==================== seq_pattern_detector
seq_pattern_detector/wires.png
Drawn at 12 px/um. Two of the layers only.
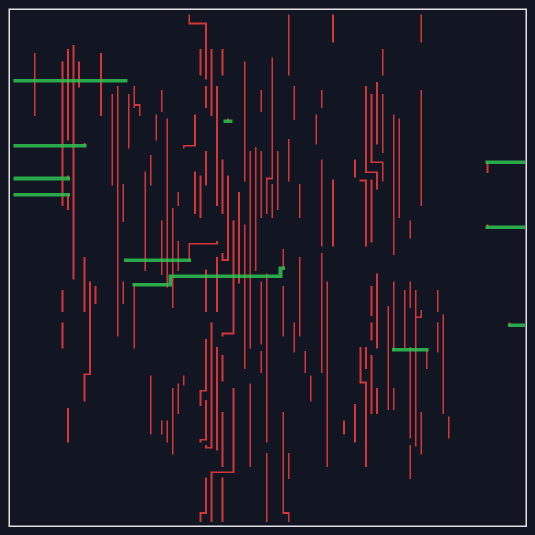
seq_pattern_detector/congestion.png
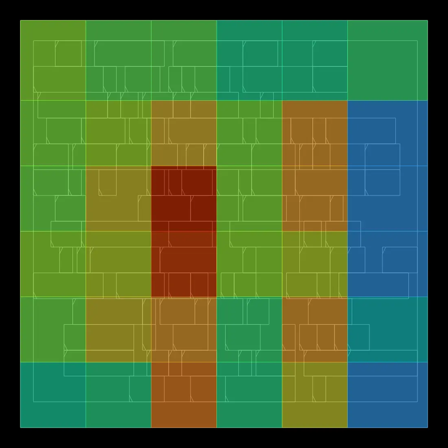
--- src/rtl/seq_pattern_detector.sv ---
// ---------------------------------------------------------------------------
// seq_pattern_detector
//   Serial pattern detector. It shifts in one bit on every cycle where
//   din_valid is high and compares the newest LEN bits with PATTERN.
//   On a hit it drives a registered one-cycle match pulse and advances a
//   saturating hit counter. cnt_sat is a sticky flag that is set when the
//   counter reaches all-ones.
//
//   Build option: SEQ_DET_OVERLAP_EN
//     defined   - overlapping detection. History is kept after a hit.
//     undefined - non-overlapping detection. A hit clears the history and
//                 the fill level, and the FSM returns to FILL.
// ---------------------------------------------------------------------------
module seq_pattern_detector #(
  parameter int             LEN     = 4,
  parameter logic [LEN-1:0] PATTERN = 4'b1011,
  parameter int             CNT_W   = 8
) (
  input  logic             clk,
  input  logic             reset,
  input  logic             din_valid,
  input  logic             din,
  input  logic             count_clr,
  output logic             match,
  output logic [CNT_W-1:0] match_count,
  output logic             cnt_sat,
  output logic             armed
);

  localparam int             FW      = $clog2(LEN + 1);
  localparam logic [FW-1:0]  LEN_C   = FW'(LEN);
  localparam logic [CNT_W-1:0] CNT_MAX = {CNT_W{1'b1}};

  typedef enum logic [0:0] {
    ST_FILL  = 1'b0,
    ST_ARMED = 1'b1
  } state_e;

  state_e           state_q, state_d;
  logic [LEN-1:0]   hist_q, hist_d;
  logic [FW-1:0]    fill_q, fill_d;
  logic             match_q, match_d;
  logic [CNT_W-1:0] cnt_q, cnt_d;
  logic             sat_q, sat_d;

  logic [LEN-1:0]   hist_shift_s;
  logic [FW-1:0]    fill_inc_s;
  logic             full_s;
  logic             hit_s;

  // Next history, fill and state. din is only looked at on an accepting edge.
  always_comb begin
    hist_d       = hist_q;
    fill_d       = fill_q;
    state_d      = state_q;
    hist_shift_s = hist_q;
    fill_inc_s   = fill_q;
    full_s       = 1'b0;
    hit_s        = 1'b0;
    if (din_valid) begin
      hist_shift_s = {hist_q[LEN-2:0], din};
      fill_inc_s   = (fill_q == LEN_C) ? LEN_C : (fill_q + FW'(1));
      full_s       = (fill_inc_s == LEN_C);
      // A hit is possible once armed, or on the edge that completes the fill.
      hit_s        = ((state_q == ST_ARMED) || full_s) && (hist_shift_s == PATTERN);

      case (state_q)
        ST_FILL:  state_d = full_s ? ST_ARMED : ST_FILL;
        ST_ARMED: state_d = ST_ARMED;
        default:  state_d = ST_FILL;
      endcase

`ifdef SEQ_DET_OVERLAP_EN
      hist_d = hist_shift_s;
      fill_d = fill_inc_s;
`else
      // Non-overlapping: a hit consumes the whole window.
      if (hit_s) begin
        hist_d  = '0;
        fill_d  = '0;
        state_d = ST_FILL;
      end else begin
        hist_d = hist_shift_s;
        fill_d = fill_inc_s;
      end
`endif
    end else begin
      hist_d  = hist_q;
      fill_d  = fill_q;
      state_d = state_q;
    end
  end

  // Next match pulse, saturating counter and sticky saturation flag.
  // count_clr beats a simultaneous hit, but the pulse is still emitted.
  always_comb begin
    match_d = hit_s;
    cnt_d   = cnt_q;
    sat_d   = sat_q;
    if (count_clr) begin
      cnt_d = '0;
      sat_d = 1'b0;
    end else if (hit_s && (cnt_q != CNT_MAX)) begin
      cnt_d = cnt_q + CNT_W'(1);
      sat_d = sat_q | ((cnt_q + CNT_W'(1)) == CNT_MAX);
    end else begin
      cnt_d = cnt_q;
      sat_d = sat_q;
    end
  end

  // State registers with synchronous active-high reset.
  always_ff @(posedge clk) begin
    if (reset) begin
      state_q <= ST_FILL;
      hist_q  <= '0;
      fill_q  <= '0;
      match_q <= 1'b0;
      cnt_q   <= '0;
      sat_q   <= 1'b0;
    end else begin
      state_q <= state_d;
      hist_q  <= hist_d;
      fill_q  <= fill_d;
      match_q <= match_d;
      cnt_q   <= cnt_d;
      sat_q   <= sat_d;
    end
  end

  assign match       = match_q;
  assign match_count = cnt_q;
  assign cnt_sat     = sat_q;
  assign armed       = (state_q == ST_ARMED);

endmodule

--- config.mk ---
export PLATFORM = sky130hd
export DESIGN_NAME = seq_pattern_detector
export DESIGN_NICKNAME = d
export VERILOG_FILES = /design/src/rtl/seq_pattern_detector.sv
export SDC_FILE = /design/constraint.sdc
export NUM_CORES = 1
export LEC_CHECK = 0
export CAP_MARGIN = 20
export CORE_MARGIN = 1
export CORE_UTILIZATION = 53
export CTS_BUF_LIST = sky130_fd_sc_hd__clkbuf_8
export DETAILED_ROUTE_END_ITERATION = 8
export PLACE_DENSITY = 0.8
export SLEW_MARGIN = 25
export SYNTH_ARGS = -nofsm -noshare
export SYNTH_HDL_FRONTEND = slang
export SYNTH_SLANG_ARGS = --single-unit
--- constraint.sdc ---
create_clock -name clk -period 4.1 [get_ports clk]
set_input_delay 0.82 -clock clk [delete_from_list [all_inputs] [get_ports clk]]
set_output_delay 0.82 -clock clk [all_outputs]
set_load 0.01 [all_outputs]
==> flow_metrics.env <==
# physical design summary
export IMPL_status="completed"
export IMPL_io_buffers=15
export IMPL_cap_violations=0
export IMPL_warning_count=28
export IMPL_area_leaders="dfxtp_1, nor2_1, xnor2_1, ha_1, mux2i_1"
export IMPL_cts_hold_buf=0
export IMPL_tightest_slew_ns=0.635
export IMPL_wl_met1_um=777
export IMPL_top_cell="dfxtp_1"
export IMPL_ys_cells=96
export IMPL_vdd_drop_max_mv=0.293
export IMPL_largest_reg_flops=8
export IMPL_sh_comb_area_pct=47.1
export IMPL_num_io_pins=16
export IMPL_final_cell_count_no_fill=127
export IMPL_path_max_fanout=11
export IMPL_final_cell_mix="dfxtp_1, clkdlybuf4s50_1, nor2_1"
export IMPL_first_pass_iters=4
export IMPL_p_leak_uw=0.000356
export IMPL_drv_slew=0
export IMPL_die_h_um=42.9
export IMPL_comb_cells=71
export IMPL_avgSynthCellArea_sq_um=9.25
export IMPL_num_tap_cells=16
export IMPL_synth_flops=17
export IMPL_cts_sinks=17
export IMPL_final_common_cell="dfxtp_1"
export IMPL_power_density_nw_per_um2=291
export IMPL_top_layer="met4"
About seq_pattern_detector/wires.png:
- green: metal 3 (wire length 52.9 um)
- red: metal 2 (wire length 691 um)

About seq_pattern_detector/congestion.png:
Total GRT Usage: 18.4%
M1 GR Usage: 24.8%
Final Util: 70.1%

power by group:
part | switching (uW) | total (uW) | leakage, uW | internal, uW
registers | 1.59 | 169 | 0.000138 | 168
clock network | 57.8 | 125 | 0.0000255 | 67.5
logic | 10.5 | 20.5 | 0.000193 | 9.94
total | 69.9 | 315 | 0.000356 | 245
cells by family after synthesis:
logic type / count (synthesis)
fa+ha+maj: 4
simple gates: 46
flops: 17
compound gates: 8
mux: 5
buf+inv: 8
xor+xnor: 8
critical path, cell delays in order:
cell and delay (ns):
clkdlybuf4s50_1 0.69, nand2_1 0.16, or3_1 0.59, and4bb_1 0.39, mux2i_1 0.19, nor2_1 0.05
worst paths after layout:
| kind | start | endpoint | slack (ns) | depth (start not counted) |
|---|---|---|---|---|
| max | din_valid | match_count[6] | 1.34 | 6 |
| min reg2reg | cnt_sat | cnt_sat | 0.48 | 2 |
| max reg2reg | fill_q[0] | match_count[6] | 2.22 | 6 |
| min | cnt_sat | cnt_sat | 0.48 | 2 |
metrics by stage:
stage	hold slack [ns]	total power [uW]
2_1_floorplan	0.454	187
5_1_grt	0.519	328
6_report	0.475	315
3_3_place_gp	0.454	193
4_1_cts	0.477	316
3_5_place_dp	0.462	194

==================== uart_rx
==> src/rtl/uart_rx.sv <==
// UART receive path: oversampled start-edge detection, mid-bit sampling,
// optional parity and stop-bit checking, valid/ready word delivery.
module uart_rx #(
  parameter int unsigned SYSCLK_RATE = 100000000,
  parameter int unsigned BAUD_RATE   = 9600,
  parameter int unsigned DATA_BITS   = 8,
  parameter int unsigned PARITY_EN   = 0,
  parameter int unsigned PARITY_ODD  = 0
) (
  input  logic                 SysClk,
  input  logic                 Rst_n,
  input  logic                 RxD,
  input  logic                 RxReady,
  output logic [DATA_BITS-1:0] RxData,
  output logic                 RxValid,
  output logic                 FrameErr,
  output logic                 ParityErr,
  output logic                 Overrun,
  output logic                 Busy
);

  localparam int unsigned BIT_CYCLES = SYSCLK_RATE / BAUD_RATE;
  localparam int unsigned HALF       = BIT_CYCLES / 2;
  localparam int unsigned CW         = $clog2(BIT_CYCLES);
  localparam int unsigned BW         = $clog2(DATA_BITS + 1);

  localparam logic [CW-1:0] CNT_LAST = CW'(BIT_CYCLES - 1);
  localparam logic [CW-1:0] CNT_MID  = CW'(HALF - 1);
  localparam logic [BW-1:0] BIT_LAST = BW'(DATA_BITS - 1);
  localparam logic          USE_PAR  = (PARITY_EN != 0);
  localparam logic          ODD_PAR  = (PARITY_ODD != 0);

  typedef enum logic [2:0] {
    S_IDLE,
    S_START,
    S_DATA,
    S_PARITY,
    S_STOP
  } state_e;

  state_e state_q, state_d;

  logic                 meta_q, sync_q, hist_q;
  logic [CW-1:0]        cnt_q, cnt_d;
  logic [BW-1:0]        bitcnt_q, bitcnt_d;
  logic [DATA_BITS-1:0] shift_q, shift_d;
  logic                 par_err_q, par_err_d;
  logic [DATA_BITS-1:0] data_q, data_d;
  logic                 valid_q, valid_d;
  logic                 ferr_q, ferr_d;
  logic                 perr_q, perr_d;
  logic                 ovr_q, ovr_d;

  logic fall, cnt_last, mid_hit, sample, complete, accept;

  // Line synchronizer plus one history flop for edge detection; idle-high reset.
  always_ff @(posedge SysClk) begin
    if (!Rst_n) begin
      meta_q <= 1'b1;
      sync_q <= 1'b1;
      hist_q <= 1'b1;
    end else begin
      meta_q <= RxD;
      sync_q <= meta_q;
      hist_q <= sync_q;
    end
  end

  assign fall     = hist_q & ~sync_q;
  assign cnt_last = (cnt_q == CNT_LAST);
  assign mid_hit  = (cnt_q == CNT_MID);

  always_ff @(posedge SysClk) begin
    if (!Rst_n) begin
      state_q <= S_IDLE;
    end else begin
      state_q <= state_d;
    end
  end

  always_comb begin
    state_d = state_q;
    unique case (state_q)
      S_IDLE:   if (fall) state_d = S_START;
      S_START:  if (mid_hit) state_d = sync_q ? S_IDLE : S_DATA;
      S_DATA:   if (cnt_last && (bitcnt_q == BIT_LAST)) state_d = USE_PAR ? S_PARITY : S_STOP;
      S_PARITY: if (cnt_last) state_d = S_STOP;
      S_STOP:   if (cnt_last) state_d = S_IDLE;
      default:  state_d = S_IDLE;
    endcase
  end

  always_comb begin
    sample    = 1'b0;
    complete  = 1'b0;
    accept    = valid_q & RxReady;
    cnt_d     = cnt_q;
    bitcnt_d  = bitcnt_q;
    shift_d   = shift_q;
    par_err_d = par_err_q;
    data_d    = data_q;
    valid_d   = valid_q;
    ferr_d    = ferr_q;
    perr_d    = perr_q;
    ovr_d     = ovr_q;
    Busy      = (state_q != S_IDLE);

    unique case (state_q)
      S_IDLE:   par_err_d = 1'b0;
      S_START:  sample = mid_hit;
      S_DATA: begin
        sample = cnt_last;
        if (cnt_last) begin
          shift_d  = {sync_q, shift_q[DATA_BITS-1:1]};
          bitcnt_d = bitcnt_q + BW'(1);
        end
      end
      S_PARITY: begin
        sample = cnt_last;
        if (cnt_last) par_err_d = ((^shift_q) ^ sync_q) != ODD_PAR;
      end
      S_STOP: begin
        sample   = cnt_last;
        complete = cnt_last;
      end
      default: ;
    endcase

    if (state_q == S_IDLE || state_d != state_q || sample) begin
      cnt_d = '0;
    end else begin
      cnt_d = cnt_q + CW'(1);
    end
    if (state_d == S_DATA && state_q != S_DATA) begin
      bitcnt_d = '0;
    end

    // A completion wins over acceptance; it only counts as overrun if the held word was not taken.
    if (complete) begin
      data_d  = shift_q;
      valid_d = 1'b1;
      ferr_d  = ~sync_q;
      perr_d  = par_err_q & USE_PAR;
      ovr_d   = valid_q & ~RxReady;
    end else if (accept) begin
      valid_d = 1'b0;
      ferr_d  = 1'b0;
      perr_d  = 1'b0;
      ovr_d   = 1'b0;
    end
  end

  always_ff @(posedge SysClk) begin
    if (!Rst_n) begin
      cnt_q     <= '0;
      bitcnt_q  <= '0;
      shift_q   <= '0;
      par_err_q <= 1'b0;
      data_q    <= '0;
      valid_q   <= 1'b0;
      ferr_q    <= 1'b0;
      perr_q    <= 1'b0;
      ovr_q     <= 1'b0;
    end else begin
      cnt_q     <= cnt_d;
      bitcnt_q  <= bitcnt_d;
      shift_q   <= shift_d;
      par_err_q <= par_err_d;
      data_q    <= data_d;
      valid_q   <= valid_d;
      ferr_q    <= ferr_d;
      perr_q    <= perr_d;
      ovr_q     <= ovr_d;
    end
  end

  assign RxData    = data_q;
  assign RxValid   = valid_q;
  assign FrameErr  = ferr_q;
  assign ParityErr = perr_q;
  assign Overrun   = ovr_q;

endmodule

==> config.mk <==
export PLATFORM = sky130hd
export DESIGN_NAME = uart_rx
export DESIGN_NICKNAME = d
export VERILOG_FILES = /design/src/rtl/uart_rx.sv
export SDC_FILE = /design/constraint.sdc
export NUM_CORES = 1
export LEC_CHECK = 0
export CELL_PAD_IN_SITES_DETAIL_PLACEMENT = 0
export CELL_PAD_IN_SITES_GLOBAL_PLACEMENT = 1
export CORE_MARGIN = 3
export CORE_UTILIZATION = 45
export CTS_BUF_LIST = sky130_fd_sc_hd__clkbuf_8
export DETAILED_ROUTE_END_ITERATION = 10
export HOLD_SLACK_MARGIN = 0.06
export PLACE_DENSITY = 0.78
export SLEW_MARGIN = 40
export SYNTH_ARGS = -nofsm -noshare
export SYNTH_HDL_FRONTEND = slang
export SYNTH_SLANG_ARGS = --single-unit
==> constraint.sdc <==
create_clock -name SysClk -period 4.9 [get_ports SysClk]
set_clock_uncertainty 0.1 [all_clocks]
set_input_delay 0.735 -clock SysClk [delete_from_list [all_inputs] [get_ports SysClk]]
set_output_delay 0.735 -clock SysClk [all_outputs]
set_load 0.005 [all_outputs]
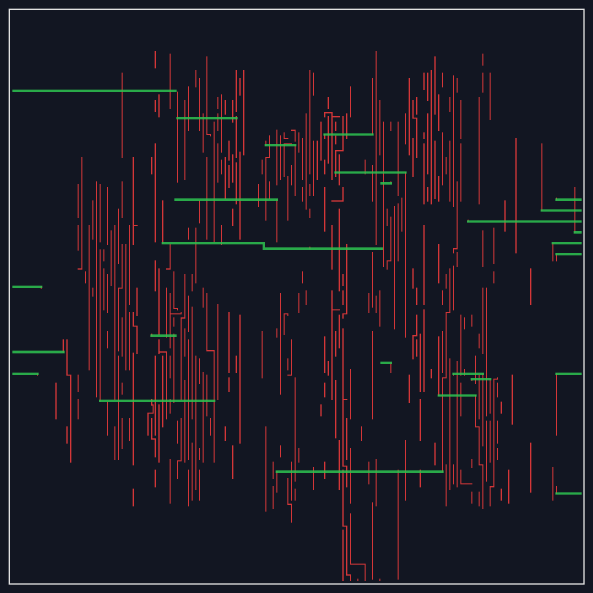
uart_rx/wires.png
Drawn at 8 px/um. Two of the layers only.
- red: metal 2 (wire length 1920 um)
- green: metal 3 (wire length 185 um)

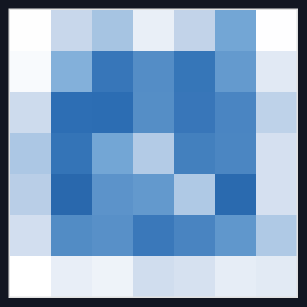
uart_rx/cell_density.png
Drawn at 4 px/um. The die is cut into 7 by 7 equal tiles; white is low, dark blue is high, 0 to 100% covered.
- tiles over 75% full: 8.2%
- nearly empty tiles: 6.1%
- fullest tile: 77%
- mean over tiles: 41%
core area: 4090 sq um
Final Util: 53.4%
floorplan core density: 47.5%

==> flow_metrics.env <==
# physical design summary
export IMPL_status="completed"
export IMPL_simple_gate_share_pct=27.5
export IMPL_r2r_cells=6
export IMPL_drv_slew=0
export IMPL_clk_latency_ns=0.29
export IMPL_ys_warnings_count=0
export IMPL_critPathMaxStageDelay_ns=0.75
export IMPL_cts_hold_buf=0
export IMPL_grt_pass1_vias=1569
export IMPL_area_leaders="dfxtp_1, a21boi_0, nand3_1, nor3b_1, o21ai_0"
export IMPL_post_cts_buffers=0
export IMPL_path_clk_slew_ns=0.07
export IMPL_use_met3_pct=3.51
export IMPL_io_buffers=15
export IMPL_final_nonclk_buf_share_pct=7.00
export IMPL_worstPathRequired_ns=4.98
export IMPL_rows=23
export IMPL_worstPathCellList="ha_1 > and4bb_1 > nand4_2 > a22oi_1 > buf_4 > and3b_1"
export IMPL_reg2reg_slack_ns=2.03
export IMPL_worstHoldStart="meta_q"
export IMPL_grt_overflow=0
export IMPL_buffers=16
export IMPL_worstSetupPathType="reg2reg"
export IMPL_synthArstFlopShare_pct=0
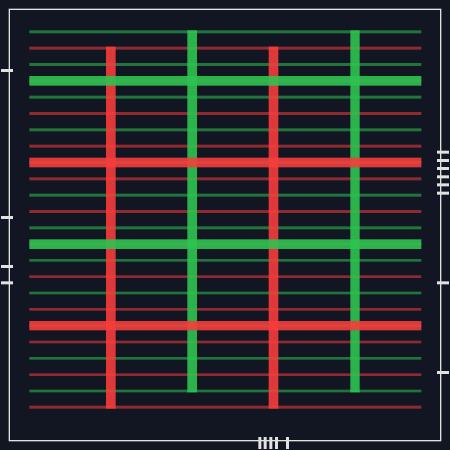
uart_rx/power_grid.png
Drawn at 6 px/um. Pins as bars on the die edge.
- red: VSS
- green: VDD
- signal pins: 17
- met1 rails: 24
Die Ht: 71.7 um
Max VDD drop: 0.168 mV
Die Span X: 71.7 um

==> registers in the layout, indices dropped and copies added, names as in the netlist <==
signal / cells
meta_q: 1
RxData: 8
Overrun: 1
hist_q: 1
state_q: 3
FrameErr: 1
sync_q: 1
shift_q: 8
bitcnt_q: 4
RxValid: 1
cnt_q: 14
==> worst reg2reg max path: stages (launching register included) <==
cell and delay [ns]:
dfxtp_1 0.37, ha_1 0.28, and4bb_1 0.26, nand4_2 0.55, a22oi_1 0.75, buf_4 0.27, and3b_1 0.18
==> how the worst max path moves through the flow <==
| stage | endpoint | slack (ns) | cells past startpoint | start |
|---|---|---|---|---|
| after CTS | cnt_q[1] | 2.03 | 6 | cnt_q[0] |
| after floorplan | bitcnt_q[3] | 3.02 | 6 | cnt_q[0] |
| after global routing | cnt_q[1] | 1.76 | 6 | cnt_q[0] |
| after global placement | cnt_q[1] | 1.96 | 5 | cnt_q[0] |
| final | cnt_q[1] | 2.03 | 6 | cnt_q[0] |
| after detailed placement | cnt_q[1] | 2.04 | 6 | cnt_q[0] |
==> power breakdown <==
group | switching [uW] | internal, uW
Clock | 116 | 96.0
Sequential | 2.21 | 351
Combinational | 9.11 | 8.93

==================== alu_issue_wb
$ cat config.mk
export PLATFORM = sky130hd
export DESIGN_NAME = alu_issue_wb
export DESIGN_NICKNAME = d
export VERILOG_FILES = /design/src/rtl/alu_issue_wb.sv
export SDC_FILE = /design/constraint.sdc
export NUM_CORES = 1
export LEC_CHECK = 0
export CORE_UTILIZATION = 46
export CTS_CLUSTER_DIAMETER = 100
export DETAILED_ROUTE_END_ITERATION = 7
export PLACE_DENSITY = 0.7
export SLEW_MARGIN = 20
export SYNTH_ARGS = -nofsm -noshare
export SYNTH_HDL_FRONTEND = slang
export SYNTH_SLANG_ARGS = --single-unit
$ cat constraint.sdc
create_clock -name clk -period 4.04 [get_ports clk]
set_input_delay 1.01 -clock clk [delete_from_list [all_inputs] [get_ports clk]]
set_output_delay 1.01 -clock clk [all_outputs]
set_load 0.1 [all_outputs]
$ cat src/rtl/alu_issue_wb.sv
// alu_issue_wb: execute-stage issue/writeback controller wrapped around an external 8-bit ALU.
// One instruction in flight: IDLE accepts, EXEC lets the ALU settle, WB holds the result until taken.
module alu_issue_wb #(
  parameter int DATA_W = 8,
  parameter int NREGS  = 8,
  parameter int ADDR_W = 3
) (
  input  logic              clk,
  input  logic              rst_n,
  input  logic              in_valid,
  output logic              in_ready,
  input  logic [3:0]        in_op,
  input  logic [ADDR_W-1:0] in_rd,
  input  logic [ADDR_W-1:0] in_rs1,
  input  logic [ADDR_W-1:0] in_rs2,
  input  logic              in_use_imm,
  input  logic [DATA_W-1:0] in_imm,
  output logic [DATA_W-1:0] alu_a,
  output logic [DATA_W-1:0] alu_b,
  output logic [3:0]        alu_op,
  input  logic [DATA_W-1:0] alu_result,
  input  logic              alu_carry,
  input  logic              alu_zero,
  input  logic              alu_overflow,
  input  logic              alu_sign,
  output logic              res_valid,
  input  logic              res_ready,
  output logic [DATA_W-1:0] res_data,
  output logic [ADDR_W-1:0] res_rd,
  output logic [3:0]        res_flags,
  output logic              res_err,
  output logic [3:0]        flags,
  input  logic [ADDR_W-1:0] dbg_addr,
  output logic [DATA_W-1:0] dbg_data
);

  typedef enum logic [1:0] {
    S_IDLE = 2'd0,
    S_EXEC = 2'd1,
    S_WB   = 2'd2
  } state_t;

  function automatic logic op_is_legal(input logic [3:0] op);
    case (op)
      4'b0000, 4'b0001, 4'b0010, 4'b0011, 4'b1101, 4'b1110: op_is_legal = 1'b1;
      default:                                              op_is_legal = 1'b0;
    endcase
  endfunction

  state_t              state_q, state_d;
  logic [DATA_W-1:0]   regs_q [NREGS];
  logic [DATA_W-1:0]   regs_d [NREGS];
  logic [3:0]          flags_q, flags_d;
  logic [DATA_W-1:0]   alu_a_q, alu_a_d;
  logic [DATA_W-1:0]   alu_b_q, alu_b_d;
  logic [3:0]          alu_op_q, alu_op_d;
  logic [ADDR_W-1:0]   rd_q, rd_d;
  logic                illegal_q, illegal_d;
  logic                res_valid_q, res_valid_d;
  logic [DATA_W-1:0]   res_data_q, res_data_d;
  logic [ADDR_W-1:0]   res_rd_q, res_rd_d;
  logic [3:0]          res_flags_q, res_flags_d;
  logic                res_err_q, res_err_d;
  logic [3:0]          alu_flags_s;

  assign alu_flags_s = {alu_carry, alu_zero, alu_overflow, alu_sign};

  // Next-state and datapath updates for the issue/exec/writeback sequence.
  always_comb begin
    state_d     = state_q;
    regs_d      = regs_q;
    flags_d     = flags_q;
    alu_a_d     = alu_a_q;
    alu_b_d     = alu_b_q;
    alu_op_d    = alu_op_q;
    rd_d        = rd_q;
    illegal_d   = illegal_q;
    res_valid_d = res_valid_q;
    res_data_d  = res_data_q;
    res_rd_d    = res_rd_q;
    res_flags_d = res_flags_q;
    res_err_d   = res_err_q;
    case (state_q)
      S_IDLE: begin
        if (in_valid) begin
          alu_a_d   = regs_q[in_rs1];
          alu_b_d   = in_use_imm ? in_imm : regs_q[in_rs2];
          alu_op_d  = in_op;
          rd_d      = in_rd;
          illegal_d = ~op_is_legal(in_op);
          state_d   = S_EXEC;
        end else begin
          state_d = S_IDLE;
        end
      end
      S_EXEC: begin
        // Illegal ops report the untouched status register and never write back.
        if (!illegal_q) begin
          regs_d[rd_q] = alu_result;
          flags_d      = alu_flags_s;
          res_data_d   = alu_result;
          res_flags_d  = alu_flags_s;
          res_err_d    = 1'b0;
        end else begin
          res_data_d  = {DATA_W{1'b0}};
          res_flags_d = flags_q;
          res_err_d   = 1'b1;
        end
        res_rd_d    = rd_q;
        res_valid_d = 1'b1;
        state_d     = S_WB;
      end
      S_WB: begin
        if (res_ready) begin
          res_valid_d = 1'b0;
          state_d     = S_IDLE;
        end else begin
          state_d = S_WB;
        end
      end
      default: begin
        res_valid_d = 1'b0;
        state_d     = S_IDLE;
      end
    endcase
  end

  // State and datapath registers with synchronous active-low reset.
  always_ff @(posedge clk) begin
    if (!rst_n) begin
      state_q     <= S_IDLE;
      for (int i = 0; i < NREGS; i++) begin
        regs_q[i] <= {DATA_W{1'b0}};
      end
      flags_q     <= 4'b0000;
      alu_a_q     <= {DATA_W{1'b0}};
      alu_b_q     <= {DATA_W{1'b0}};
      alu_op_q    <= 4'b0000;
      rd_q        <= {ADDR_W{1'b0}};
      illegal_q   <= 1'b0;
      res_valid_q <= 1'b0;
      res_data_q  <= {DATA_W{1'b0}};
      res_rd_q    <= {ADDR_W{1'b0}};
      res_flags_q <= 4'b0000;
      res_err_q   <= 1'b0;
    end else begin
      state_q     <= state_d;
      regs_q      <= regs_d;
      flags_q     <= flags_d;
      alu_a_q     <= alu_a_d;
      alu_b_q     <= alu_b_d;
      alu_op_q    <= alu_op_d;
      rd_q        <= rd_d;
      illegal_q   <= illegal_d;
      res_valid_q <= res_valid_d;
      res_data_q  <= res_data_d;
      res_rd_q    <= res_rd_d;
      res_flags_q <= res_flags_d;
      res_err_q   <= res_err_d;
    end
  end

  assign in_ready  = (state_q == S_IDLE);
  assign alu_a     = alu_a_q;
  assign alu_b     = alu_b_q;
  assign alu_op    = alu_op_q;
  assign res_valid = res_valid_q;
  assign res_data  = res_data_q;
  assign res_rd    = res_rd_q;
  assign res_flags = res_flags_q;
  assign res_err   = res_err_q;
  assign flags     = flags_q;
  assign dbg_data  = regs_q[dbg_addr];

endmodule

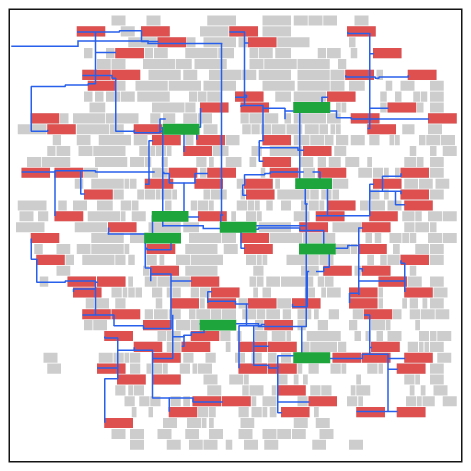
alu_issue_wb/clk_routes.png
Drawn at 4 px/um.
- blue: clock wires (length 1230 um)
- green: clock drivers (count 9)
- red: flip-flops (count 107)
- routed clock nets: 10
Clock Power Share: 35.0%
clk_skew: 0.0130 ns
Clk. pwr: 850 uW
clk latency late pin: 0.35 ns

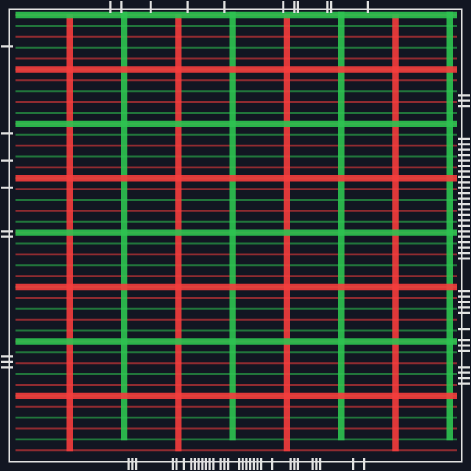
alu_issue_wb/power_grid.png
Drawn at 4 px/um. Pins as bars on the die edge.
- green: VDD
- red: VSS
- signal pins: 91
- rows: 40
- met1 rails: 41
- met4 straps: 8

==> flow_metrics.env <==
# physical design summary
export IMPL_regArea_sq_um=2140
export IMPL_seq_area_share_pct=30.9
export IMPL_htreeDepth=3
export IMPL_final_cell_area_sq_um=6930
export IMPL_rsz0062_at_grt="false"
export IMPL_startpoint_type="input port"
export IMPL_io_buffers=90
export IMPL_endpoint="dbg_data[6]"
export IMPL_place_inst=729
export IMPL_num_antenna_cells=0
export IMPL_worstPathRequired_ns=3.03
export IMPL_power_density_nw_per_um2=351
export IMPL_grt_total_usage_pct=24.5
export IMPL_p_total_uw=2430
export IMPL_crit_arrival_ns=2.73
export IMPL_grt_overflow=0
export IMPL_fp_utilization_pct=47.0
export IMPL_status="completed"
export IMPL_grt_pass1_vias=4359
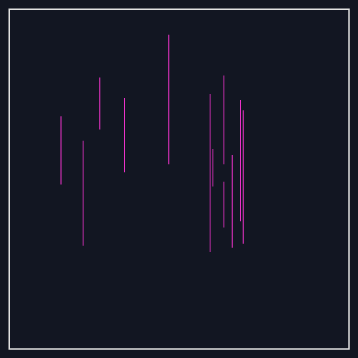
alu_issue_wb/layer_met4.png
Drawn at 3 px/um.
- nets with wire on the layer: 8
- longest straight run: 52.4 um
- share of all routed wire: 2.4%
- wire length on this layer: 365 um
- main direction: vertical
WL final: 15.0 mm
vias post-DR: 4485

-- report_power, final --
part,total (uW),switching (uW),internal (uW)
clock network,850,420,430
registers,1110,28.7,1080
logic,468,313,154
total,2430,762,1670
-- kinds of logic after synthesis --
logic type	share of synthesized area [%]
compound gates	10.8
xor+xnor	0.155
buf+inv	4.92
flops	37.9
mux	30.1
simple gates	16.0
-- routing by layer --
layer	wire length (um)	part of all wire, %	global-route usage (%)	vias up
met4	365	2.4	9.07	0
met3	1000	6.7	4.82	27
li1	-	-	-	2064
met2	7090	47	39.9	189
met1	6580	44	32.3	2205
met5	0	0	0	-
-- worst min-delay path by stage --
stage	cells past startpoint	end	start
global route	2	res_err	res_err
detailed placement	2	res_err	res_err
floorplan	2	regs_q[41]	regs_q[41]
CTS	2	res_err	res_err
global placement	2	alu_op[3]	alu_op[3]
finish	2	alu_op[1]	alu_op[1]
-- stage by stage --
stage / hold slack [ns] / setup WS (ns)
after floorplan: 0.460 / 0.564
after global placement: 0.448 / 0.335
after detailed placement: 0.458 / 0.312
after CTS: 0.468 / 0.304
after global routing: 0.488 / 0.289
final: 0.462 / 0.304

==================== seq_divider
==> src/rtl/seq_divider_pkg.sv <==
// Shared types and default widths for the sequential restoring divider.
package seq_divider_pkg;

    typedef enum logic [1:0] {
        IDLE = 2'd0,
        RUN  = 2'd1,
        DONE = 2'd2
    } state_t;

    localparam int DW_DEF    = 8;
    localparam int VW_DEF    = 4;
    localparam int CNT_W_DEF = $clog2(DW_DEF);

    // Bit-counter width; never narrower than one bit even for tiny dividends.
    function automatic int cnt_width(input int dw);
        return (dw > 1) ? $clog2(dw) : 1;
    endfunction

endpackage

==> src/rtl/seq_divider_div_step.sv <==
// One restoring-division step: shift in a dividend bit, compare, conditionally subtract.
module div_step
    import seq_divider_pkg::*;
#(
    parameter int VW = VW_DEF
) (
    input  logic [VW:0]   p_in,
    input  logic          d_bit,
    input  logic [VW-1:0] divisor,
    output logic [VW:0]   p_out,
    output logic          q_bit
);

    logic [VW+1:0] w_shifted;
    logic [VW+1:0] w_divisor_ext;

    // One spare bit on top keeps the compare exact even if p_in ever reached 2**VW.
    assign w_shifted     = {p_in, d_bit};
    assign w_divisor_ext = {2'b00, divisor};
    assign q_bit         = (w_shifted >= w_divisor_ext);
    assign p_out         = q_bit ? (VW+1)'(w_shifted - w_divisor_ext) : w_shifted[VW:0];

endmodule

==> src/rtl/seq_divider.sv <==
// Sequential restoring divider: one quotient bit per clock, MSB first.
//
// state | meaning
// IDLE  | waiting for start; results from the last request held
// RUN   | iterating, one quotient bit per cycle, busy high
// DONE  | one-cycle done pulse; a new start is accepted here too
module seq_divider
    import seq_divider_pkg::*;
#(
    parameter int DW = DW_DEF,
    parameter int VW = VW_DEF
) (
    input  logic          clk,
    input  logic          reset,
    input  logic          start,
    input  logic [DW-1:0] dividend,
    input  logic [VW-1:0] divisor,
    output logic          busy,
    output logic          done,
    output logic [DW-1:0] quotient,
    output logic [VW-1:0] remainder,
    output logic          div_by_zero
);

    localparam int CW = cnt_width(DW);

    state_t        r_state;
    logic [CW-1:0] r_cnt;
    logic [DW-1:0] r_d;
    logic [VW-1:0] r_v;
    logic [VW:0]   r_p;

    logic [VW:0]   w_p_out;
    logic          w_q_bit;

    div_step #(.VW(VW)) u_step (
        .p_in    (r_p),
        .d_bit   (r_d[DW-1]),
        .divisor (r_v),
        .p_out   (w_p_out),
        .q_bit   (w_q_bit)
    );

    // r_d shifts dividend bits out of the top while quotient bits enter at the
    // bottom, so after DW steps it holds the complete quotient.
    always_ff @(posedge clk) begin
        if (reset) begin
            r_state     <= IDLE;
            r_cnt       <= '0;
            r_d         <= '0;
            r_v         <= '0;
            r_p         <= '0;
            busy        <= 1'b0;
            done        <= 1'b0;
            quotient    <= '0;
            remainder   <= '0;
            div_by_zero <= 1'b0;
        end else begin
            done <= 1'b0;
            case (r_state)
                IDLE, DONE: begin
                    if (start) begin
                        r_d         <= dividend;
                        r_v         <= divisor;
                        div_by_zero <= 1'b0;
                        if (divisor == '0) begin
                            r_state     <= DONE;
                            done        <= 1'b1;
                            quotient    <= '1;
                            remainder   <= '0;
                            div_by_zero <= 1'b1;
                        end else begin
                            r_state <= RUN;
                            busy    <= 1'b1;
                            r_cnt   <= CW'(DW - 1);
                            r_p     <= '0;
                        end
                    end else begin
                        r_state <= IDLE;
                    end
                end
                RUN: begin
                    r_p <= w_p_out;
                    r_d <= {r_d[DW-2:0], w_q_bit};
                    if (r_cnt == '0) begin
                        r_state   <= DONE;
                        busy      <= 1'b0;
                        done      <= 1'b1;
                        quotient  <= {r_d[DW-2:0], w_q_bit};
                        remainder <= w_p_out[VW-1:0];
                    end else begin
                        r_cnt <= r_cnt - 1'b1;
                    end
                end
                default: begin
                    r_state <= IDLE;
                    busy    <= 1'b0;
                end
            endcase
        end
    end

endmodule

==> config.mk <==
export PLATFORM = sky130hd
export DESIGN_NAME = seq_divider
export DESIGN_NICKNAME = d
export VERILOG_FILES = /design/src/rtl/seq_divider_pkg.sv /design/src/rtl/seq_divider_div_step.sv /design/src/rtl/seq_divider.sv
export SDC_FILE = /design/constraint.sdc
export NUM_CORES = 1
export LEC_CHECK = 0
export CORE_ASPECT_RATIO = 1.5
export CORE_MARGIN = 5
export CORE_UTILIZATION = 55
export DETAILED_ROUTE_END_ITERATION = 10
export PLACE_DENSITY = 0.82
export SLEW_MARGIN = 10
export SYNTH_ARGS = -nofsm -noshare
export SYNTH_HDL_FRONTEND = slang
export SYNTH_SLANG_ARGS = --single-unit
==> constraint.sdc <==
create_clock -name clk -period 3.23 [get_ports clk]
set_input_delay 0.646 -clock clk [delete_from_list [all_inputs] [get_ports clk]]
set_output_delay 0.646 -clock clk [all_outputs]
set_load 0.02 [all_outputs]
==> flow_metrics.env <==
# physical design summary
export IMPL_status="completed"
export IMPL_final_cell_count_no_fill=285
export IMPL_clkCellAreaFrac_pct=3.85
export IMPL_fp_utilization_pct=56.3
export IMPL_avgSynthCellArea_sq_um=8.07
export IMPL_globalplace_congestion=0.851
export IMPL_drv_slew=0
export IMPL_finish_net_count=266
export IMPL_r2r_cells=7
export IMPL_final_nonclk_buf_share_pct=14.6
export IMPL_critPathMaxStageDelay_ns=0.41
export IMPL_finClkSkew_ns=0.00601
export IMPL_cts_hold_buf=0
export IMPL_crit_arrival_ns=2.33
export IMPL_r2r_end="r_d[0]"
export IMPL_flop_cell="dfxtp_1"
export IMPL_top_layer="met4"
export IMPL_worstPathRequired_ns=3.40
export IMPL_synthTopCellsByCount="dfxtp_1, nand2_1, nor2_1"
export IMPL_endpoint="r_d[0]"
export IMPL_mux_share_pct=0
export IMPL_syn_num_nets=238
export IMPL_grt_total_usage_pct=19.5
export IMPL_startpoint_type="flip-flop"
export IMPL_place_hpwl_mm=2.92
export IMPL_antenna_found_initial=0
export IMPL_post_route_util_pct=69.2
export IMPL_sh_comb_area_pct=42.6
-- placed cells by master, fill, tap and decap left out, drive strengths merged, types with 2 or more instances in the layout --
cell type,instances
inv,12
xnor2,2
nor2b,2
a2111oi,2
a311oi,8
nand2b,5
nand2,33
a21oi,13
nand3,4
clkinv,2
nor3,15
clkbuf,6
a211oi,5
nor4,2
a41oi,2
o21ai,9
nand4,3
nor2,31
ha,6
dfxtp,37
o31ai,3
buf,3
clkdlybuf4s50,29
-- critical path, delay by kind of cell, from the launching register on --
family          cells  cell delay, ns
fa+ha+maj           2            0.62
compound gates      2            0.68
simple gates        2            0.30
buf+inv             1            0.08
flops               1            0.38
-- layer usage --
layer / GRT usage (%) / vias up
met5: 0 / -
li1: - / 819
met4: 12.8 / 0
met1: 22.2 / 768
met2: 31.9 / 52
met3: 5.20 / 18
-- flip-flops by register name, summed over array words and instances (netlist names) --
register and count:
r_v 4, done 1, r_d 8, remainder 4
r_state 2, quotient 8, div_by_zero 1, r_cnt 3
busy 1, r_p 5
-- power breakdown --
part / switching (uW) / leakage (uW) / internal (uW)
Sequential: 29.6 / 0.000303 / 498
Combinational: 184 / 0.000459 / 119
Clock: 154 / 0.0000450 / 149
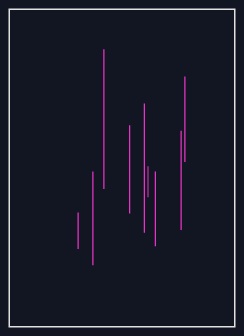
seq_divider/layer_met4.png
Drawn at 4 px/um.
- main direction: vertical
- wire length on this layer: 192 um
- nets with wire on the layer: 8
WL final: 4.05 mm
vias post-DR: 1657

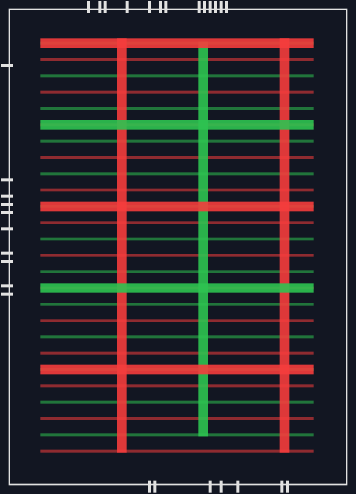
seq_divider/power_grid.png
Drawn at 6 px/um. Pins as bars on the die edge.
- red: VSS
- green: VDD
- met5 straps: 5
- met1 rails: 26
- signal pins: 30
- met4 straps: 3
- rows: 25
core area: 3100 sq um
Die Ht: 79.0 um


==================== regfile_dbg
regfile_dbg/layer_met4.png
Drawn at 1 px/um.
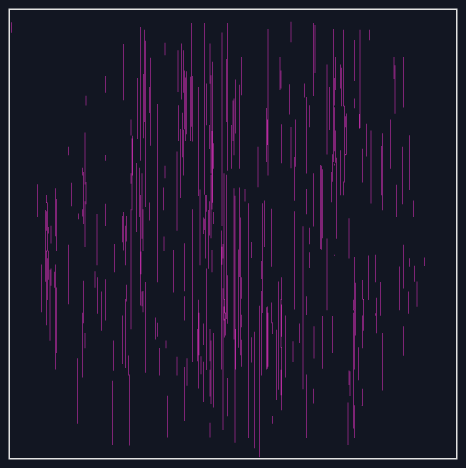
regfile_dbg/clk_routes.png
Drawn at 1 px/um.
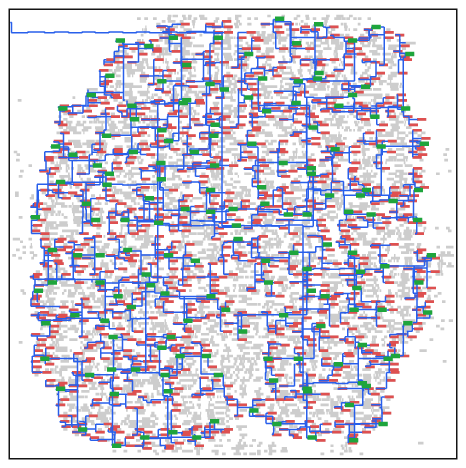
### src/rtl/regfile_dbg.sv
// Parametrised register file with write-to-read bypass, optional hard-wired zero
// register and a valid/ready engine that streams every register out for debug.
module regfile_dbg #(
    parameter int DATA_W   = 32,
    parameter int ADDR_W   = 5,
    parameter int ZERO_REG = 1
) (
    input  logic              CLK,
    input  logic              RESET_N,
    input  logic [ADDR_W-1:0] I_REGFILE_RS,
    input  logic [ADDR_W-1:0] I_REGFILE_RT,
    input  logic [ADDR_W-1:0] I_REGFILE_RD,
    input  logic [DATA_W-1:0] I_REGFILE_WRITE_DATA,
    input  logic              I_REGFILE_REGWR,
    output logic [DATA_W-1:0] O_REGFILE_READ_DATA1,
    output logic [DATA_W-1:0] O_REGFILE_READ_DATA2,
    input  logic              I_DBG_START,
    input  logic              I_DBG_READY,
    output logic              O_DBG_VALID,
    output logic [ADDR_W-1:0] O_DBG_ADDR,
    output logic [DATA_W-1:0] O_DBG_DATA,
    output logic              O_DBG_BUSY,
    output logic              O_DBG_DONE
);

    localparam int                NUM_REGS = 2 ** ADDR_W;
    localparam logic [ADDR_W-1:0] LAST_IDX = ADDR_W'(NUM_REGS - 1);

    typedef enum logic [1:0] {
        ST_IDLE,
        ST_SEND,
        ST_DONE
    } state_t;

    logic [DATA_W-1:0] regs [NUM_REGS];
    logic              write_en;
    state_t            state_q;
    state_t            state_d;
    logic [ADDR_W-1:0] idx_q;
    logic [DATA_W-1:0] data_q;
    logic              load_first;
    logic              advance;
    logic [ADDR_W-1:0] capture_addr;

    // Shared by both read ports and the dump capture so all three see a WB write the same way.
    function automatic logic [DATA_W-1:0] bypass_read(input logic [ADDR_W-1:0] addr);
        if ((ZERO_REG != 0) && (addr == '0))
            return '0;
        else if (I_REGFILE_REGWR && (I_REGFILE_RD == addr))
            return I_REGFILE_WRITE_DATA;
        else
            return regs[addr];
    endfunction

    assign write_en = I_REGFILE_REGWR && !((ZERO_REG != 0) && (I_REGFILE_RD == '0));

    always_ff @(posedge CLK or negedge RESET_N) begin
        if (!RESET_N) begin
            for (int i = 0; i < NUM_REGS; i++)
                regs[i] <= '0;
        end else if (write_en) begin
            regs[I_REGFILE_RD] <= I_REGFILE_WRITE_DATA;
        end
    end

    assign O_REGFILE_READ_DATA1 = bypass_read(I_REGFILE_RS);
    assign O_REGFILE_READ_DATA2 = bypass_read(I_REGFILE_RT);

    always_ff @(posedge CLK or negedge RESET_N) begin
        if (!RESET_N)
            state_q <= ST_IDLE;
        else
            state_q <= state_d;
    end

    always_comb begin
        state_d     = state_q;
        load_first  = 1'b0;
        advance     = 1'b0;
        O_DBG_VALID = 1'b0;
        O_DBG_BUSY  = 1'b0;
        O_DBG_DONE  = 1'b0;
        case (state_q)
            ST_IDLE: begin
                if (I_DBG_START) begin
                    load_first = 1'b1;
                    state_d    = ST_SEND;
                end
            end
            ST_SEND: begin
                O_DBG_VALID = 1'b1;
                O_DBG_BUSY  = 1'b1;
                if (I_DBG_READY) begin
                    if (idx_q == LAST_IDX)
                        state_d = ST_DONE;
                    else
                        advance = 1'b1;
                end
            end
            ST_DONE: begin
                O_DBG_BUSY = 1'b1;
                O_DBG_DONE = 1'b1;
                state_d    = ST_IDLE;
            end
            default: state_d = ST_IDLE;
        endcase
    end

    // Capture happens only on start or an accepted beat, so ADDR/DATA hold through stalls.
    assign capture_addr = load_first ? '0 : idx_q + 1'b1;

    always_ff @(posedge CLK or negedge RESET_N) begin
        if (!RESET_N) begin
            idx_q  <= '0;
            data_q <= '0;
        end else if (load_first || advance) begin
            idx_q  <= capture_addr;
            data_q <= bypass_read(capture_addr);
        end
    end

    assign O_DBG_ADDR = idx_q;
    assign O_DBG_DATA = data_q;

endmodule

### config.mk
export PLATFORM = sky130hd
export DESIGN_NAME = regfile_dbg
export DESIGN_NICKNAME = d
export VERILOG_FILES = /design/src/rtl/regfile_dbg.sv
export SDC_FILE = /design/constraint.sdc
export NUM_CORES = 2
export LEC_CHECK = 0
export CAP_MARGIN = 20
export CORE_AREA = 2 2 444 446
export CTS_CLUSTER_DIAMETER = 50
export DETAILED_ROUTE_END_ITERATION = 6
export DIE_AREA = 0 0 446 448
export PLACE_DENSITY = 0.47
export SLEW_MARGIN = 20
export SYNTH_ARGS = -nofsm -noshare
export SYNTH_HDL_FRONTEND = slang
export SYNTH_SLANG_ARGS = --single-unit
### constraint.sdc
create_clock -name CLK -period 6.1 [get_ports CLK]
set_input_delay 1.525 -clock CLK [delete_from_list [all_inputs] [get_ports CLK]]
set_output_delay 1.525 -clock CLK [all_outputs]
set_load 0.01 [all_outputs]
==> flow_metrics.env <==
# physical design summary
export IMPL_status="completed"
export IMPL_path_max_fanout=27
export IMPL_num_antenna_cells=2
export IMPL_finalWorstPathRequiredPeriod_ns=6.07
export IMPL_wl_met2_mm=136
export IMPL_final_common_cell="dfrtp_1"
export IMPL_finish_net_count=5398
export IMPL_p_seq_share_pct=31.7
export IMPL_finalHoldViolations=0
export IMPL_fp_utilization_pct=34.9
export IMPL_post_cts_buffers=0
export IMPL_netlist_instances=5378
export IMPL_cts_root_buf="clkbuf_16"
export IMPL_chip_area_sq_um=200000
export IMPL_placed_area_sq_um=73800
export IMPL_synth_flops=1063
export IMPL_p_int_uw=19900
export IMPL_core_area_sq_um=195000
export IMPL_htreeDepth=4
export IMPL_comb_cells=3593
export IMPL_ys_warnings_count=0
Notes on regfile_dbg/layer_met4.png above:
- nets with wire on the layer: 145
- main direction: vertical
- longest straight run: 247 um
- wire length on this layer: 14700 um

Notes on regfile_dbg/clk_routes.png above:
- green: clock drivers (count 159)
- red: flip-flops (count 1063)
- blue: clock wires (length 17600 um)
- routed clock nets: 160

[cell families after synthesis]
| group | count (synthesis) | synth area share (%) |
|---|---|---|
| fa+ha+maj | 6 | 0.110 |
| xor+xnor | 16 | 0.217 |
| buf+inv | 722 | 4.46 |
| simple gates | 764 | 4.95 |
| compound gates | 932 | 10.2 |
| flops | 1063 | 39.1 |
| mux | 1875 | 41.0 |
[routing by layer]
metal,vias to the layer above,GRT usage [%]
met1,28100,39.1
met4,4,13.2
li1,20900,-
met2,2651,46.2
met5,-,0
met3,639,4.81
[path summary, 6_finish.rpt]
check | start | end | slack [ns] | cells after the start
min | regs[1021] | regs[1021] | 0.42 | 0
max reg2reg | O_DBG_ADDR[0] | O_DBG_DATA[27] | 1.59 | 9
max in group asynchronous | RESET_N | regs[312] | 3.89 | 2
min reg2reg | regs[1021] | regs[1021] | 0.42 | 0
max | I_REGFILE_RD[0] | O_REGFILE_READ_DATA1[27] | 0.03 | 9
min in group asynchronous | RESET_N | regs[903] | 0.72 | 1
[what timing repair did]
action,in CTS,in global routing
resized,9,0
endpoints found under the setup margin,15,0
hold buffers,0,0

==================== toy_fpu_issue_arb
toy_fpu_issue_arb/power_grid.png
Drawn at 4 px/um. Pins as bars on the die edge.
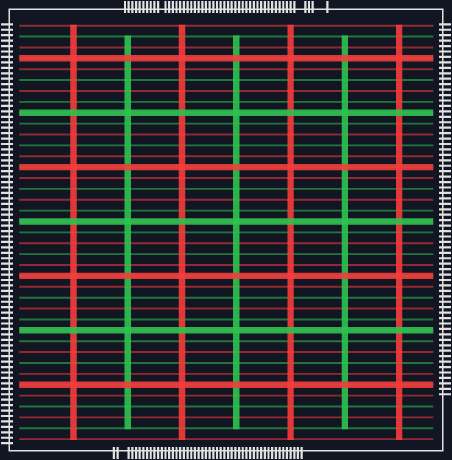
toy_fpu_issue_arb/clk_routes.png
Drawn at 4 px/um.
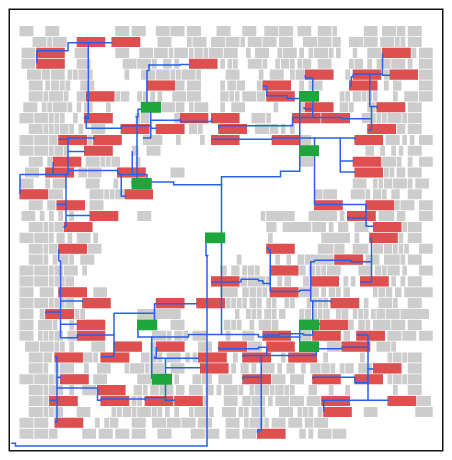
--- src/rtl/toy_pack.sv ---
// toy_pack: shared FP-side types and constants.
//   forward_pkg     op payload travelling from the issue queues to the FPU
//   FP_STAGES       latency class of the shared FP execution unit
//   FP_ISSUE_PORTS  default number of FP issue ports feeding the arbiter
//   FP_WD_CYCLES    default watchdog limit for an op held inside the FPU
package toy_pack;

  localparam int FP_STAGES      = 5;
  localparam int FP_ISSUE_PORTS = 2;
  localparam int FP_WD_CYCLES   = 16;

  typedef struct packed {
    logic [3:0]  fp_op;
    logic [2:0]  rnd_mode;
    logic [31:0] src1;
    logic [31:0] src2;
    logic [5:0]  rd_tag;
  } forward_pkg;

endpackage

--- src/rtl/toy_rr_arbiter.sv ---
// toy_rr_arbiter: combinational round-robin arbiter.
//   req      in   N      request vector
//   rr_ptr   in   log2N  port where the search starts (highest priority)
//   gnt      out  N      one-hot grant, all zero when no request
//   gnt_idx  out  log2N  encoded grant index, zero when no request
module toy_rr_arbiter #(
  parameter int N = 2
) (
  input  logic [N-1:0]         req,
  input  logic [$clog2(N)-1:0] rr_ptr,
  output logic [N-1:0]         gnt,
  output logic [$clog2(N)-1:0] gnt_idx
);

  localparam int IW = $clog2(N);

  // rot_idx[k] is the port searched k-th, i.e. (rr_ptr + k) mod N.
  logic [IW-1:0] rot_idx [N];
  logic [N-1:0]  rot_req;
  logic          found;

  genvar gi;
  generate
    for (gi = 0; gi < N; gi++) begin : g_rot
      logic [IW:0] sum;
      assign sum          = {1'b0, rr_ptr} + (IW+1)'(gi);
      assign rot_idx[gi]  = (sum >= (IW+1)'(N)) ? IW'(sum - (IW+1)'(N)) : sum[IW-1:0];
      assign rot_req[gi]  = req[rot_idx[gi]];
    end
  endgenerate

  // First requester in rotated order wins.
  always_comb begin
    gnt     = '0;
    gnt_idx = '0;
    found   = 1'b0;
    for (int i = 0; i < N; i++) begin
      if (!found && rot_req[i]) begin
        found            = 1'b1;
        gnt[rot_idx[i]]  = 1'b1;
        gnt_idx          = rot_idx[i];
      end
    end
  end

endmodule

--- src/rtl/toy_fpu_issue_arb.sv ---
// toy_fpu_issue_arb: issue scheduler for the shared non-pipelined FPU.
// Picks one FP issue port round-robin, presents its op to the FPU wrapper
// until accepted, then blocks further issue until the completion pulse.
//   clk, rst              clock, synchronous active-high reset
//   req_vld/req_rdy/req_pld  per-port op handshake (req_rdy is combinational)
//   flush                 kill the op that has not yet completed
//   fpu_vld/fpu_rdy/fpu_pld  op handshake towards the FPU wrapper
//   fpu_done              one-cycle completion pulse from the FPU
//   cpl_vld/cpl_src/cpl_killed  registered completion report to issue side
//   busy                  not idle
//   err                   bit0 watchdog timeout, bit1 stray fpu_done (pulses)
module toy_fpu_issue_arb
  import toy_pack::*;
#(
  parameter int NUM_REQ   = FP_ISSUE_PORTS,
  parameter int WD_CYCLES = FP_WD_CYCLES
) (
  input  logic                       clk,
  input  logic                       rst,
  input  logic [NUM_REQ-1:0]         req_vld,
  output logic [NUM_REQ-1:0]         req_rdy,
  input  forward_pkg [NUM_REQ-1:0]   req_pld,
  input  logic                       flush,
  output logic                       fpu_vld,
  input  logic                       fpu_rdy,
  output forward_pkg                 fpu_pld,
  input  logic                       fpu_done,
  output logic                       cpl_vld,
  output logic [$clog2(NUM_REQ)-1:0] cpl_src,
  output logic                       cpl_killed,
  output logic                       busy,
  output logic [1:0]                 err
);

  localparam int IW = $clog2(NUM_REQ);
  localparam int WW = $clog2(WD_CYCLES + 1);
  localparam logic [WW-1:0] WD_LIMIT = WW'(WD_CYCLES);

  typedef enum logic [1:0] {
    ST_IDLE,
    ST_ISSUE,
    ST_BUSY
  } state_e;

  state_e        state_q, state_d;
  logic [IW-1:0] rr_ptr_q, rr_ptr_d;
  logic [IW-1:0] src_q, src_d;
  forward_pkg    pld_q, pld_d;
  logic          kill_q, kill_d;
  logic [WW-1:0] wd_q, wd_d, wd_inc;
  logic          cpl_vld_q, cpl_vld_d;
  logic [IW-1:0] cpl_src_q, cpl_src_d;
  logic          cpl_killed_q, cpl_killed_d;
  logic [1:0]    err_q, err_d;

  logic [NUM_REQ-1:0] gnt;
  logic [IW-1:0]      gnt_idx;

  toy_rr_arbiter #(.N(NUM_REQ)) u_arb (
    .req    (req_vld),
    .rr_ptr (rr_ptr_q),
    .gnt    (gnt),
    .gnt_idx(gnt_idx)
  );

  // Saturating watchdog increment.
  assign wd_inc = (wd_q == WD_LIMIT) ? wd_q : wd_q + 1'b1;

  always_comb begin
    state_d      = state_q;
    rr_ptr_d     = rr_ptr_q;
    src_d        = src_q;
    pld_d        = pld_q;
    kill_d       = kill_q;
    wd_d         = wd_q;
    cpl_vld_d    = 1'b0;
    cpl_src_d    = cpl_src_q;
    cpl_killed_d = cpl_killed_q;
    err_d        = 2'b00;
    req_rdy      = '0;

    case (state_q)
      ST_IDLE: begin
        if (!flush) begin
          req_rdy = gnt;
        end
        if (fpu_done) begin
          err_d[1] = 1'b1;
        end
        // gnt is only non-zero for a valid port, so any rdy bit is a handshake.
        if (|req_rdy) begin
          pld_d    = req_pld[gnt_idx];
          src_d    = gnt_idx;
          rr_ptr_d = (gnt_idx == IW'(NUM_REQ - 1)) ? '0 : gnt_idx + 1'b1;
          state_d  = ST_ISSUE;
        end
      end

      ST_ISSUE: begin
        if (fpu_done) begin
          err_d[1] = 1'b1;
        end
        if (fpu_rdy) begin
          // Once accepted the FPU will finish the op, so a flush here only
          // marks the result as dead.
          state_d = ST_BUSY;
          wd_d    = '0;
          kill_d  = flush;
        end else if (flush) begin
          state_d = ST_IDLE;
        end
      end

      ST_BUSY: begin
        wd_d = wd_inc;
        if (fpu_done) begin
          cpl_vld_d    = 1'b1;
          cpl_src_d    = src_q;
          cpl_killed_d = kill_q | flush;
          kill_d       = 1'b0;
          state_d      = ST_IDLE;
        end else begin
          if (flush) begin
            kill_d = 1'b1;
          end
          if (wd_inc == WD_LIMIT) begin
            err_d[0] = 1'b1;
            kill_d   = 1'b0;
            state_d  = ST_IDLE;
          end
        end
      end

      default: begin
        state_d = ST_IDLE;
      end
    endcase
  end

  always_ff @(posedge clk) begin
    if (rst) begin
      state_q      <= ST_IDLE;
      rr_ptr_q     <= '0;
      src_q        <= '0;
      pld_q        <= '0;
      kill_q       <= 1'b0;
      wd_q         <= '0;
      cpl_vld_q    <= 1'b0;
      cpl_src_q    <= '0;
      cpl_killed_q <= 1'b0;
      err_q        <= 2'b00;
    end else begin
      state_q      <= state_d;
      rr_ptr_q     <= rr_ptr_d;
      src_q        <= src_d;
      pld_q        <= pld_d;
      kill_q       <= kill_d;
      wd_q         <= wd_d;
      cpl_vld_q    <= cpl_vld_d;
      cpl_src_q    <= cpl_src_d;
      cpl_killed_q <= cpl_killed_d;
      err_q        <= err_d;
    end
  end

  assign fpu_vld    = (state_q == ST_ISSUE);
  assign fpu_pld    = pld_q;
  assign busy       = (state_q != ST_IDLE);
  assign cpl_vld    = cpl_vld_q;
  assign cpl_src    = cpl_src_q;
  assign cpl_killed = cpl_killed_q;
  assign err        = err_q;

endmodule

--- config.mk ---
export PLATFORM = sky130hd
export DESIGN_NAME = toy_fpu_issue_arb
export DESIGN_NICKNAME = d
export VERILOG_FILES = /design/src/rtl/toy_pack.sv /design/src/rtl/toy_rr_arbiter.sv /design/src/rtl/toy_fpu_issue_arb.sv
export SDC_FILE = /design/constraint.sdc
export NUM_CORES = 1
export LEC_CHECK = 0
export ABC_AREA = 1
export CORE_AREA = 2 2 106 108
export DETAILED_ROUTE_END_ITERATION = 7
export DIE_AREA = 0 0 108 110
export PLACE_DENSITY = 0.83
export SYNTH_ARGS = -nofsm -noshare
export SYNTH_HDL_FRONTEND = slang
export SYNTH_HIERARCHICAL = 1
export SYNTH_SLANG_ARGS = --single-unit
--- constraint.sdc ---
create_clock -name clk -period 2 [get_ports clk]
set_input_delay 0.2 -clock clk [delete_from_list [all_inputs] [get_ports clk]]
set_output_delay 0.2 -clock clk [all_outputs]
set_load 0.05 [all_outputs]
==> flow_metrics.env <==
# physical design summary
export IMPL_avgViaCountPerCell=4.90
export IMPL_top_area_share_pct=48.5
export IMPL_htreeDepth=3
export IMPL_vdd_drop_max_mv=0.393
export IMPL_worstPathRequired_ns=1.80
export IMPL_finClkSkew_ns=0.00676
export IMPL_pg_comb_uw=1390
export IMPL_wirelength_mm=13.0
export IMPL_worstHoldStart="rst"
export IMPL_r2r_start="rr_ptr_q"
export IMPL_post_route_util_pct=62.1
export IMPL_grt_first_pass_wirelength_mm=20.4
export IMPL_logic_family="simple AND/OR/NAND/NOR gates"
export IMPL_syn_num_nets=689
export IMPL_crit_buf_inv=1
export IMPL_top_area_cell="dfxtp_1"
export IMPL_yosysUniqueCellTypes=21
export IMPL_fmax_mhz=561
export IMPL_startpoint_type="flip-flop"
export IMPL_dp_slack_ns=-0.0501
export IMPL_routedWlPerCell_um=14.4
export IMPL_status="completed"
Notes on toy_fpu_issue_arb/power_grid.png above:
- green: VDD
- red: VSS
- met5 straps: 7
- rows: 38
- signal pins: 247

Notes on toy_fpu_issue_arb/clk_routes.png above:
- red: flip-flops (count 92)
- green: clock drivers (count 9)
- blue: clock wires (length 1120 um)
- flops lie: all over the die

==> routing by layer <==
metal  track usage (%)  share of wire (%)  routed length [um]  up-vias
met1              24.5                 41                5300     1995
li1                  -                  -                   -     2193
met3              7.41                9.9                1290       26
met4              8.97                2.3                 297        0
met2              37.2                 47                6130      224
met5                 0                  0                   0        -
==> cell type report <==
cell class / count / area [sq um] / share of cell area, %
Tap cell: 140 / 175 / 2.64
Inverter: 18 / 67.6 / 1.02
Clock inverter: 4 / 47.5 / 0.715
Clock buffer: 12 / 155 / 2.33
Multi-Input combinational cell: 383 / 1730 / 26.0
Timing Repair Buffer: 257 / 2630 / 39.5
Sequential cell: 92 / 1840 / 27.7
==> how the worst max path moves through the flow <==
stage | end | cells past startpoint | slack [ns]
after floorplan | req_rdy[0] | 3 | -0.05
after global placement | fpu_pld[37] | 10 | 0.06
after detailed placement | fpu_pld[43] | 10 | -0.05
after CTS | fpu_vld | 3 | 0.005
after global routing | fpu_pld[55] | 9 | 0.11
final | fpu_pld[51] | 1 | 0.22


==> notes/layouts.md <==
Pictures saved along the way, in no particular order.

Local utilization.
Plate I
Drawn at 4 px/um. The die is cut into 6 by 8 equal tiles; white is low, dark blue is high, 0 to 100% covered.
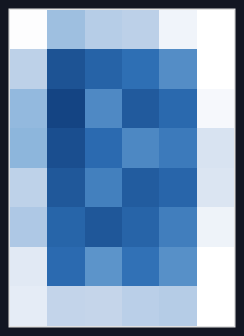
Plate II
Drawn at 0.5 px/um. The die is cut into 22 by 22 equal tiles; white is low, dark blue is high, 0 to 100% covered.
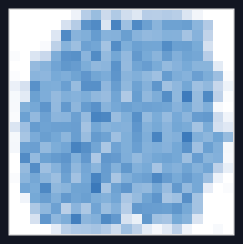
Plate III
Drawn at 6 px/um. The die is cut into 9 by 9 equal tiles; white is low, dark blue is high, 0 to 100% covered.
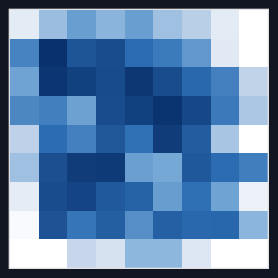
Plate IV
Drawn at 2 px/um. The die is cut into 11 by 11 equal tiles; white is low, dark blue is high, 0 to 100% covered.
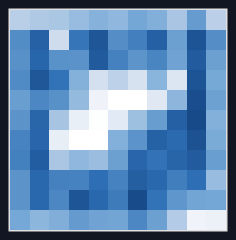
Plate V
Drawn at 2 px/um. The die is cut into 11 by 11 equal tiles; white is low, dark blue is high, 0 to 100% covered.
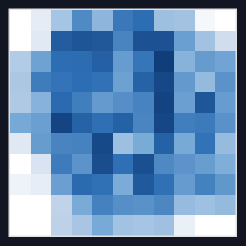
- largest die: Plate II
- smallest die: Plate III
| from | picture |
|---|---|
| seq_divider | Plate I |
| alu_issue_wb | Plate V |
| toy_fpu_issue_arb | Plate IV |
| seq_pattern_detector | Plate III |
| regfile_dbg | Plate II |


## Gallery

Clock network drawn from the DEF.
shot_01.png
Drawn at 8 px/um.
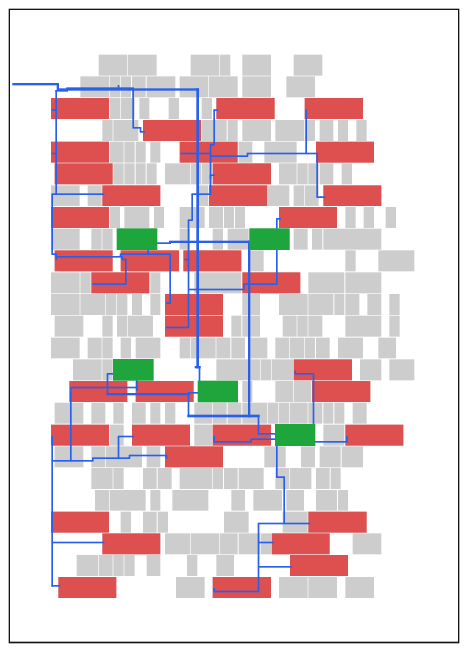
shot_02.png
Drawn at 12 px/um.
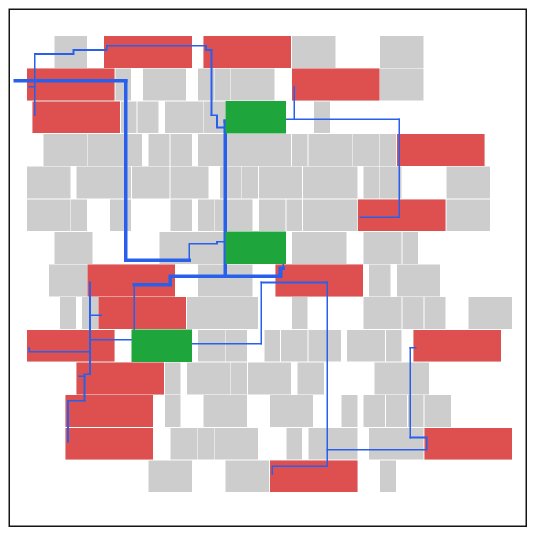
shot_03.png
Drawn at 8 px/um.
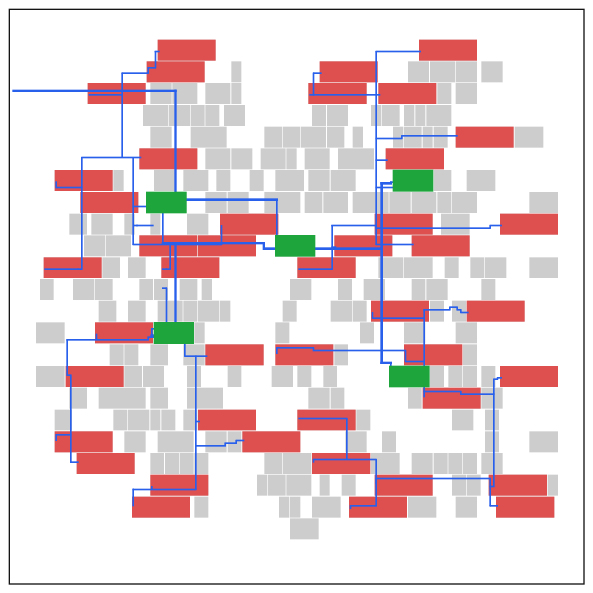
shot_02.png -> seq_pattern_detector
shot_01.png -> seq_divider
shot_03.png -> uart_rx
Of these, largest die: shot_03.png
Of these, smallest die: shot_02.png

Power is estimated from default activity; no workload was simulated.
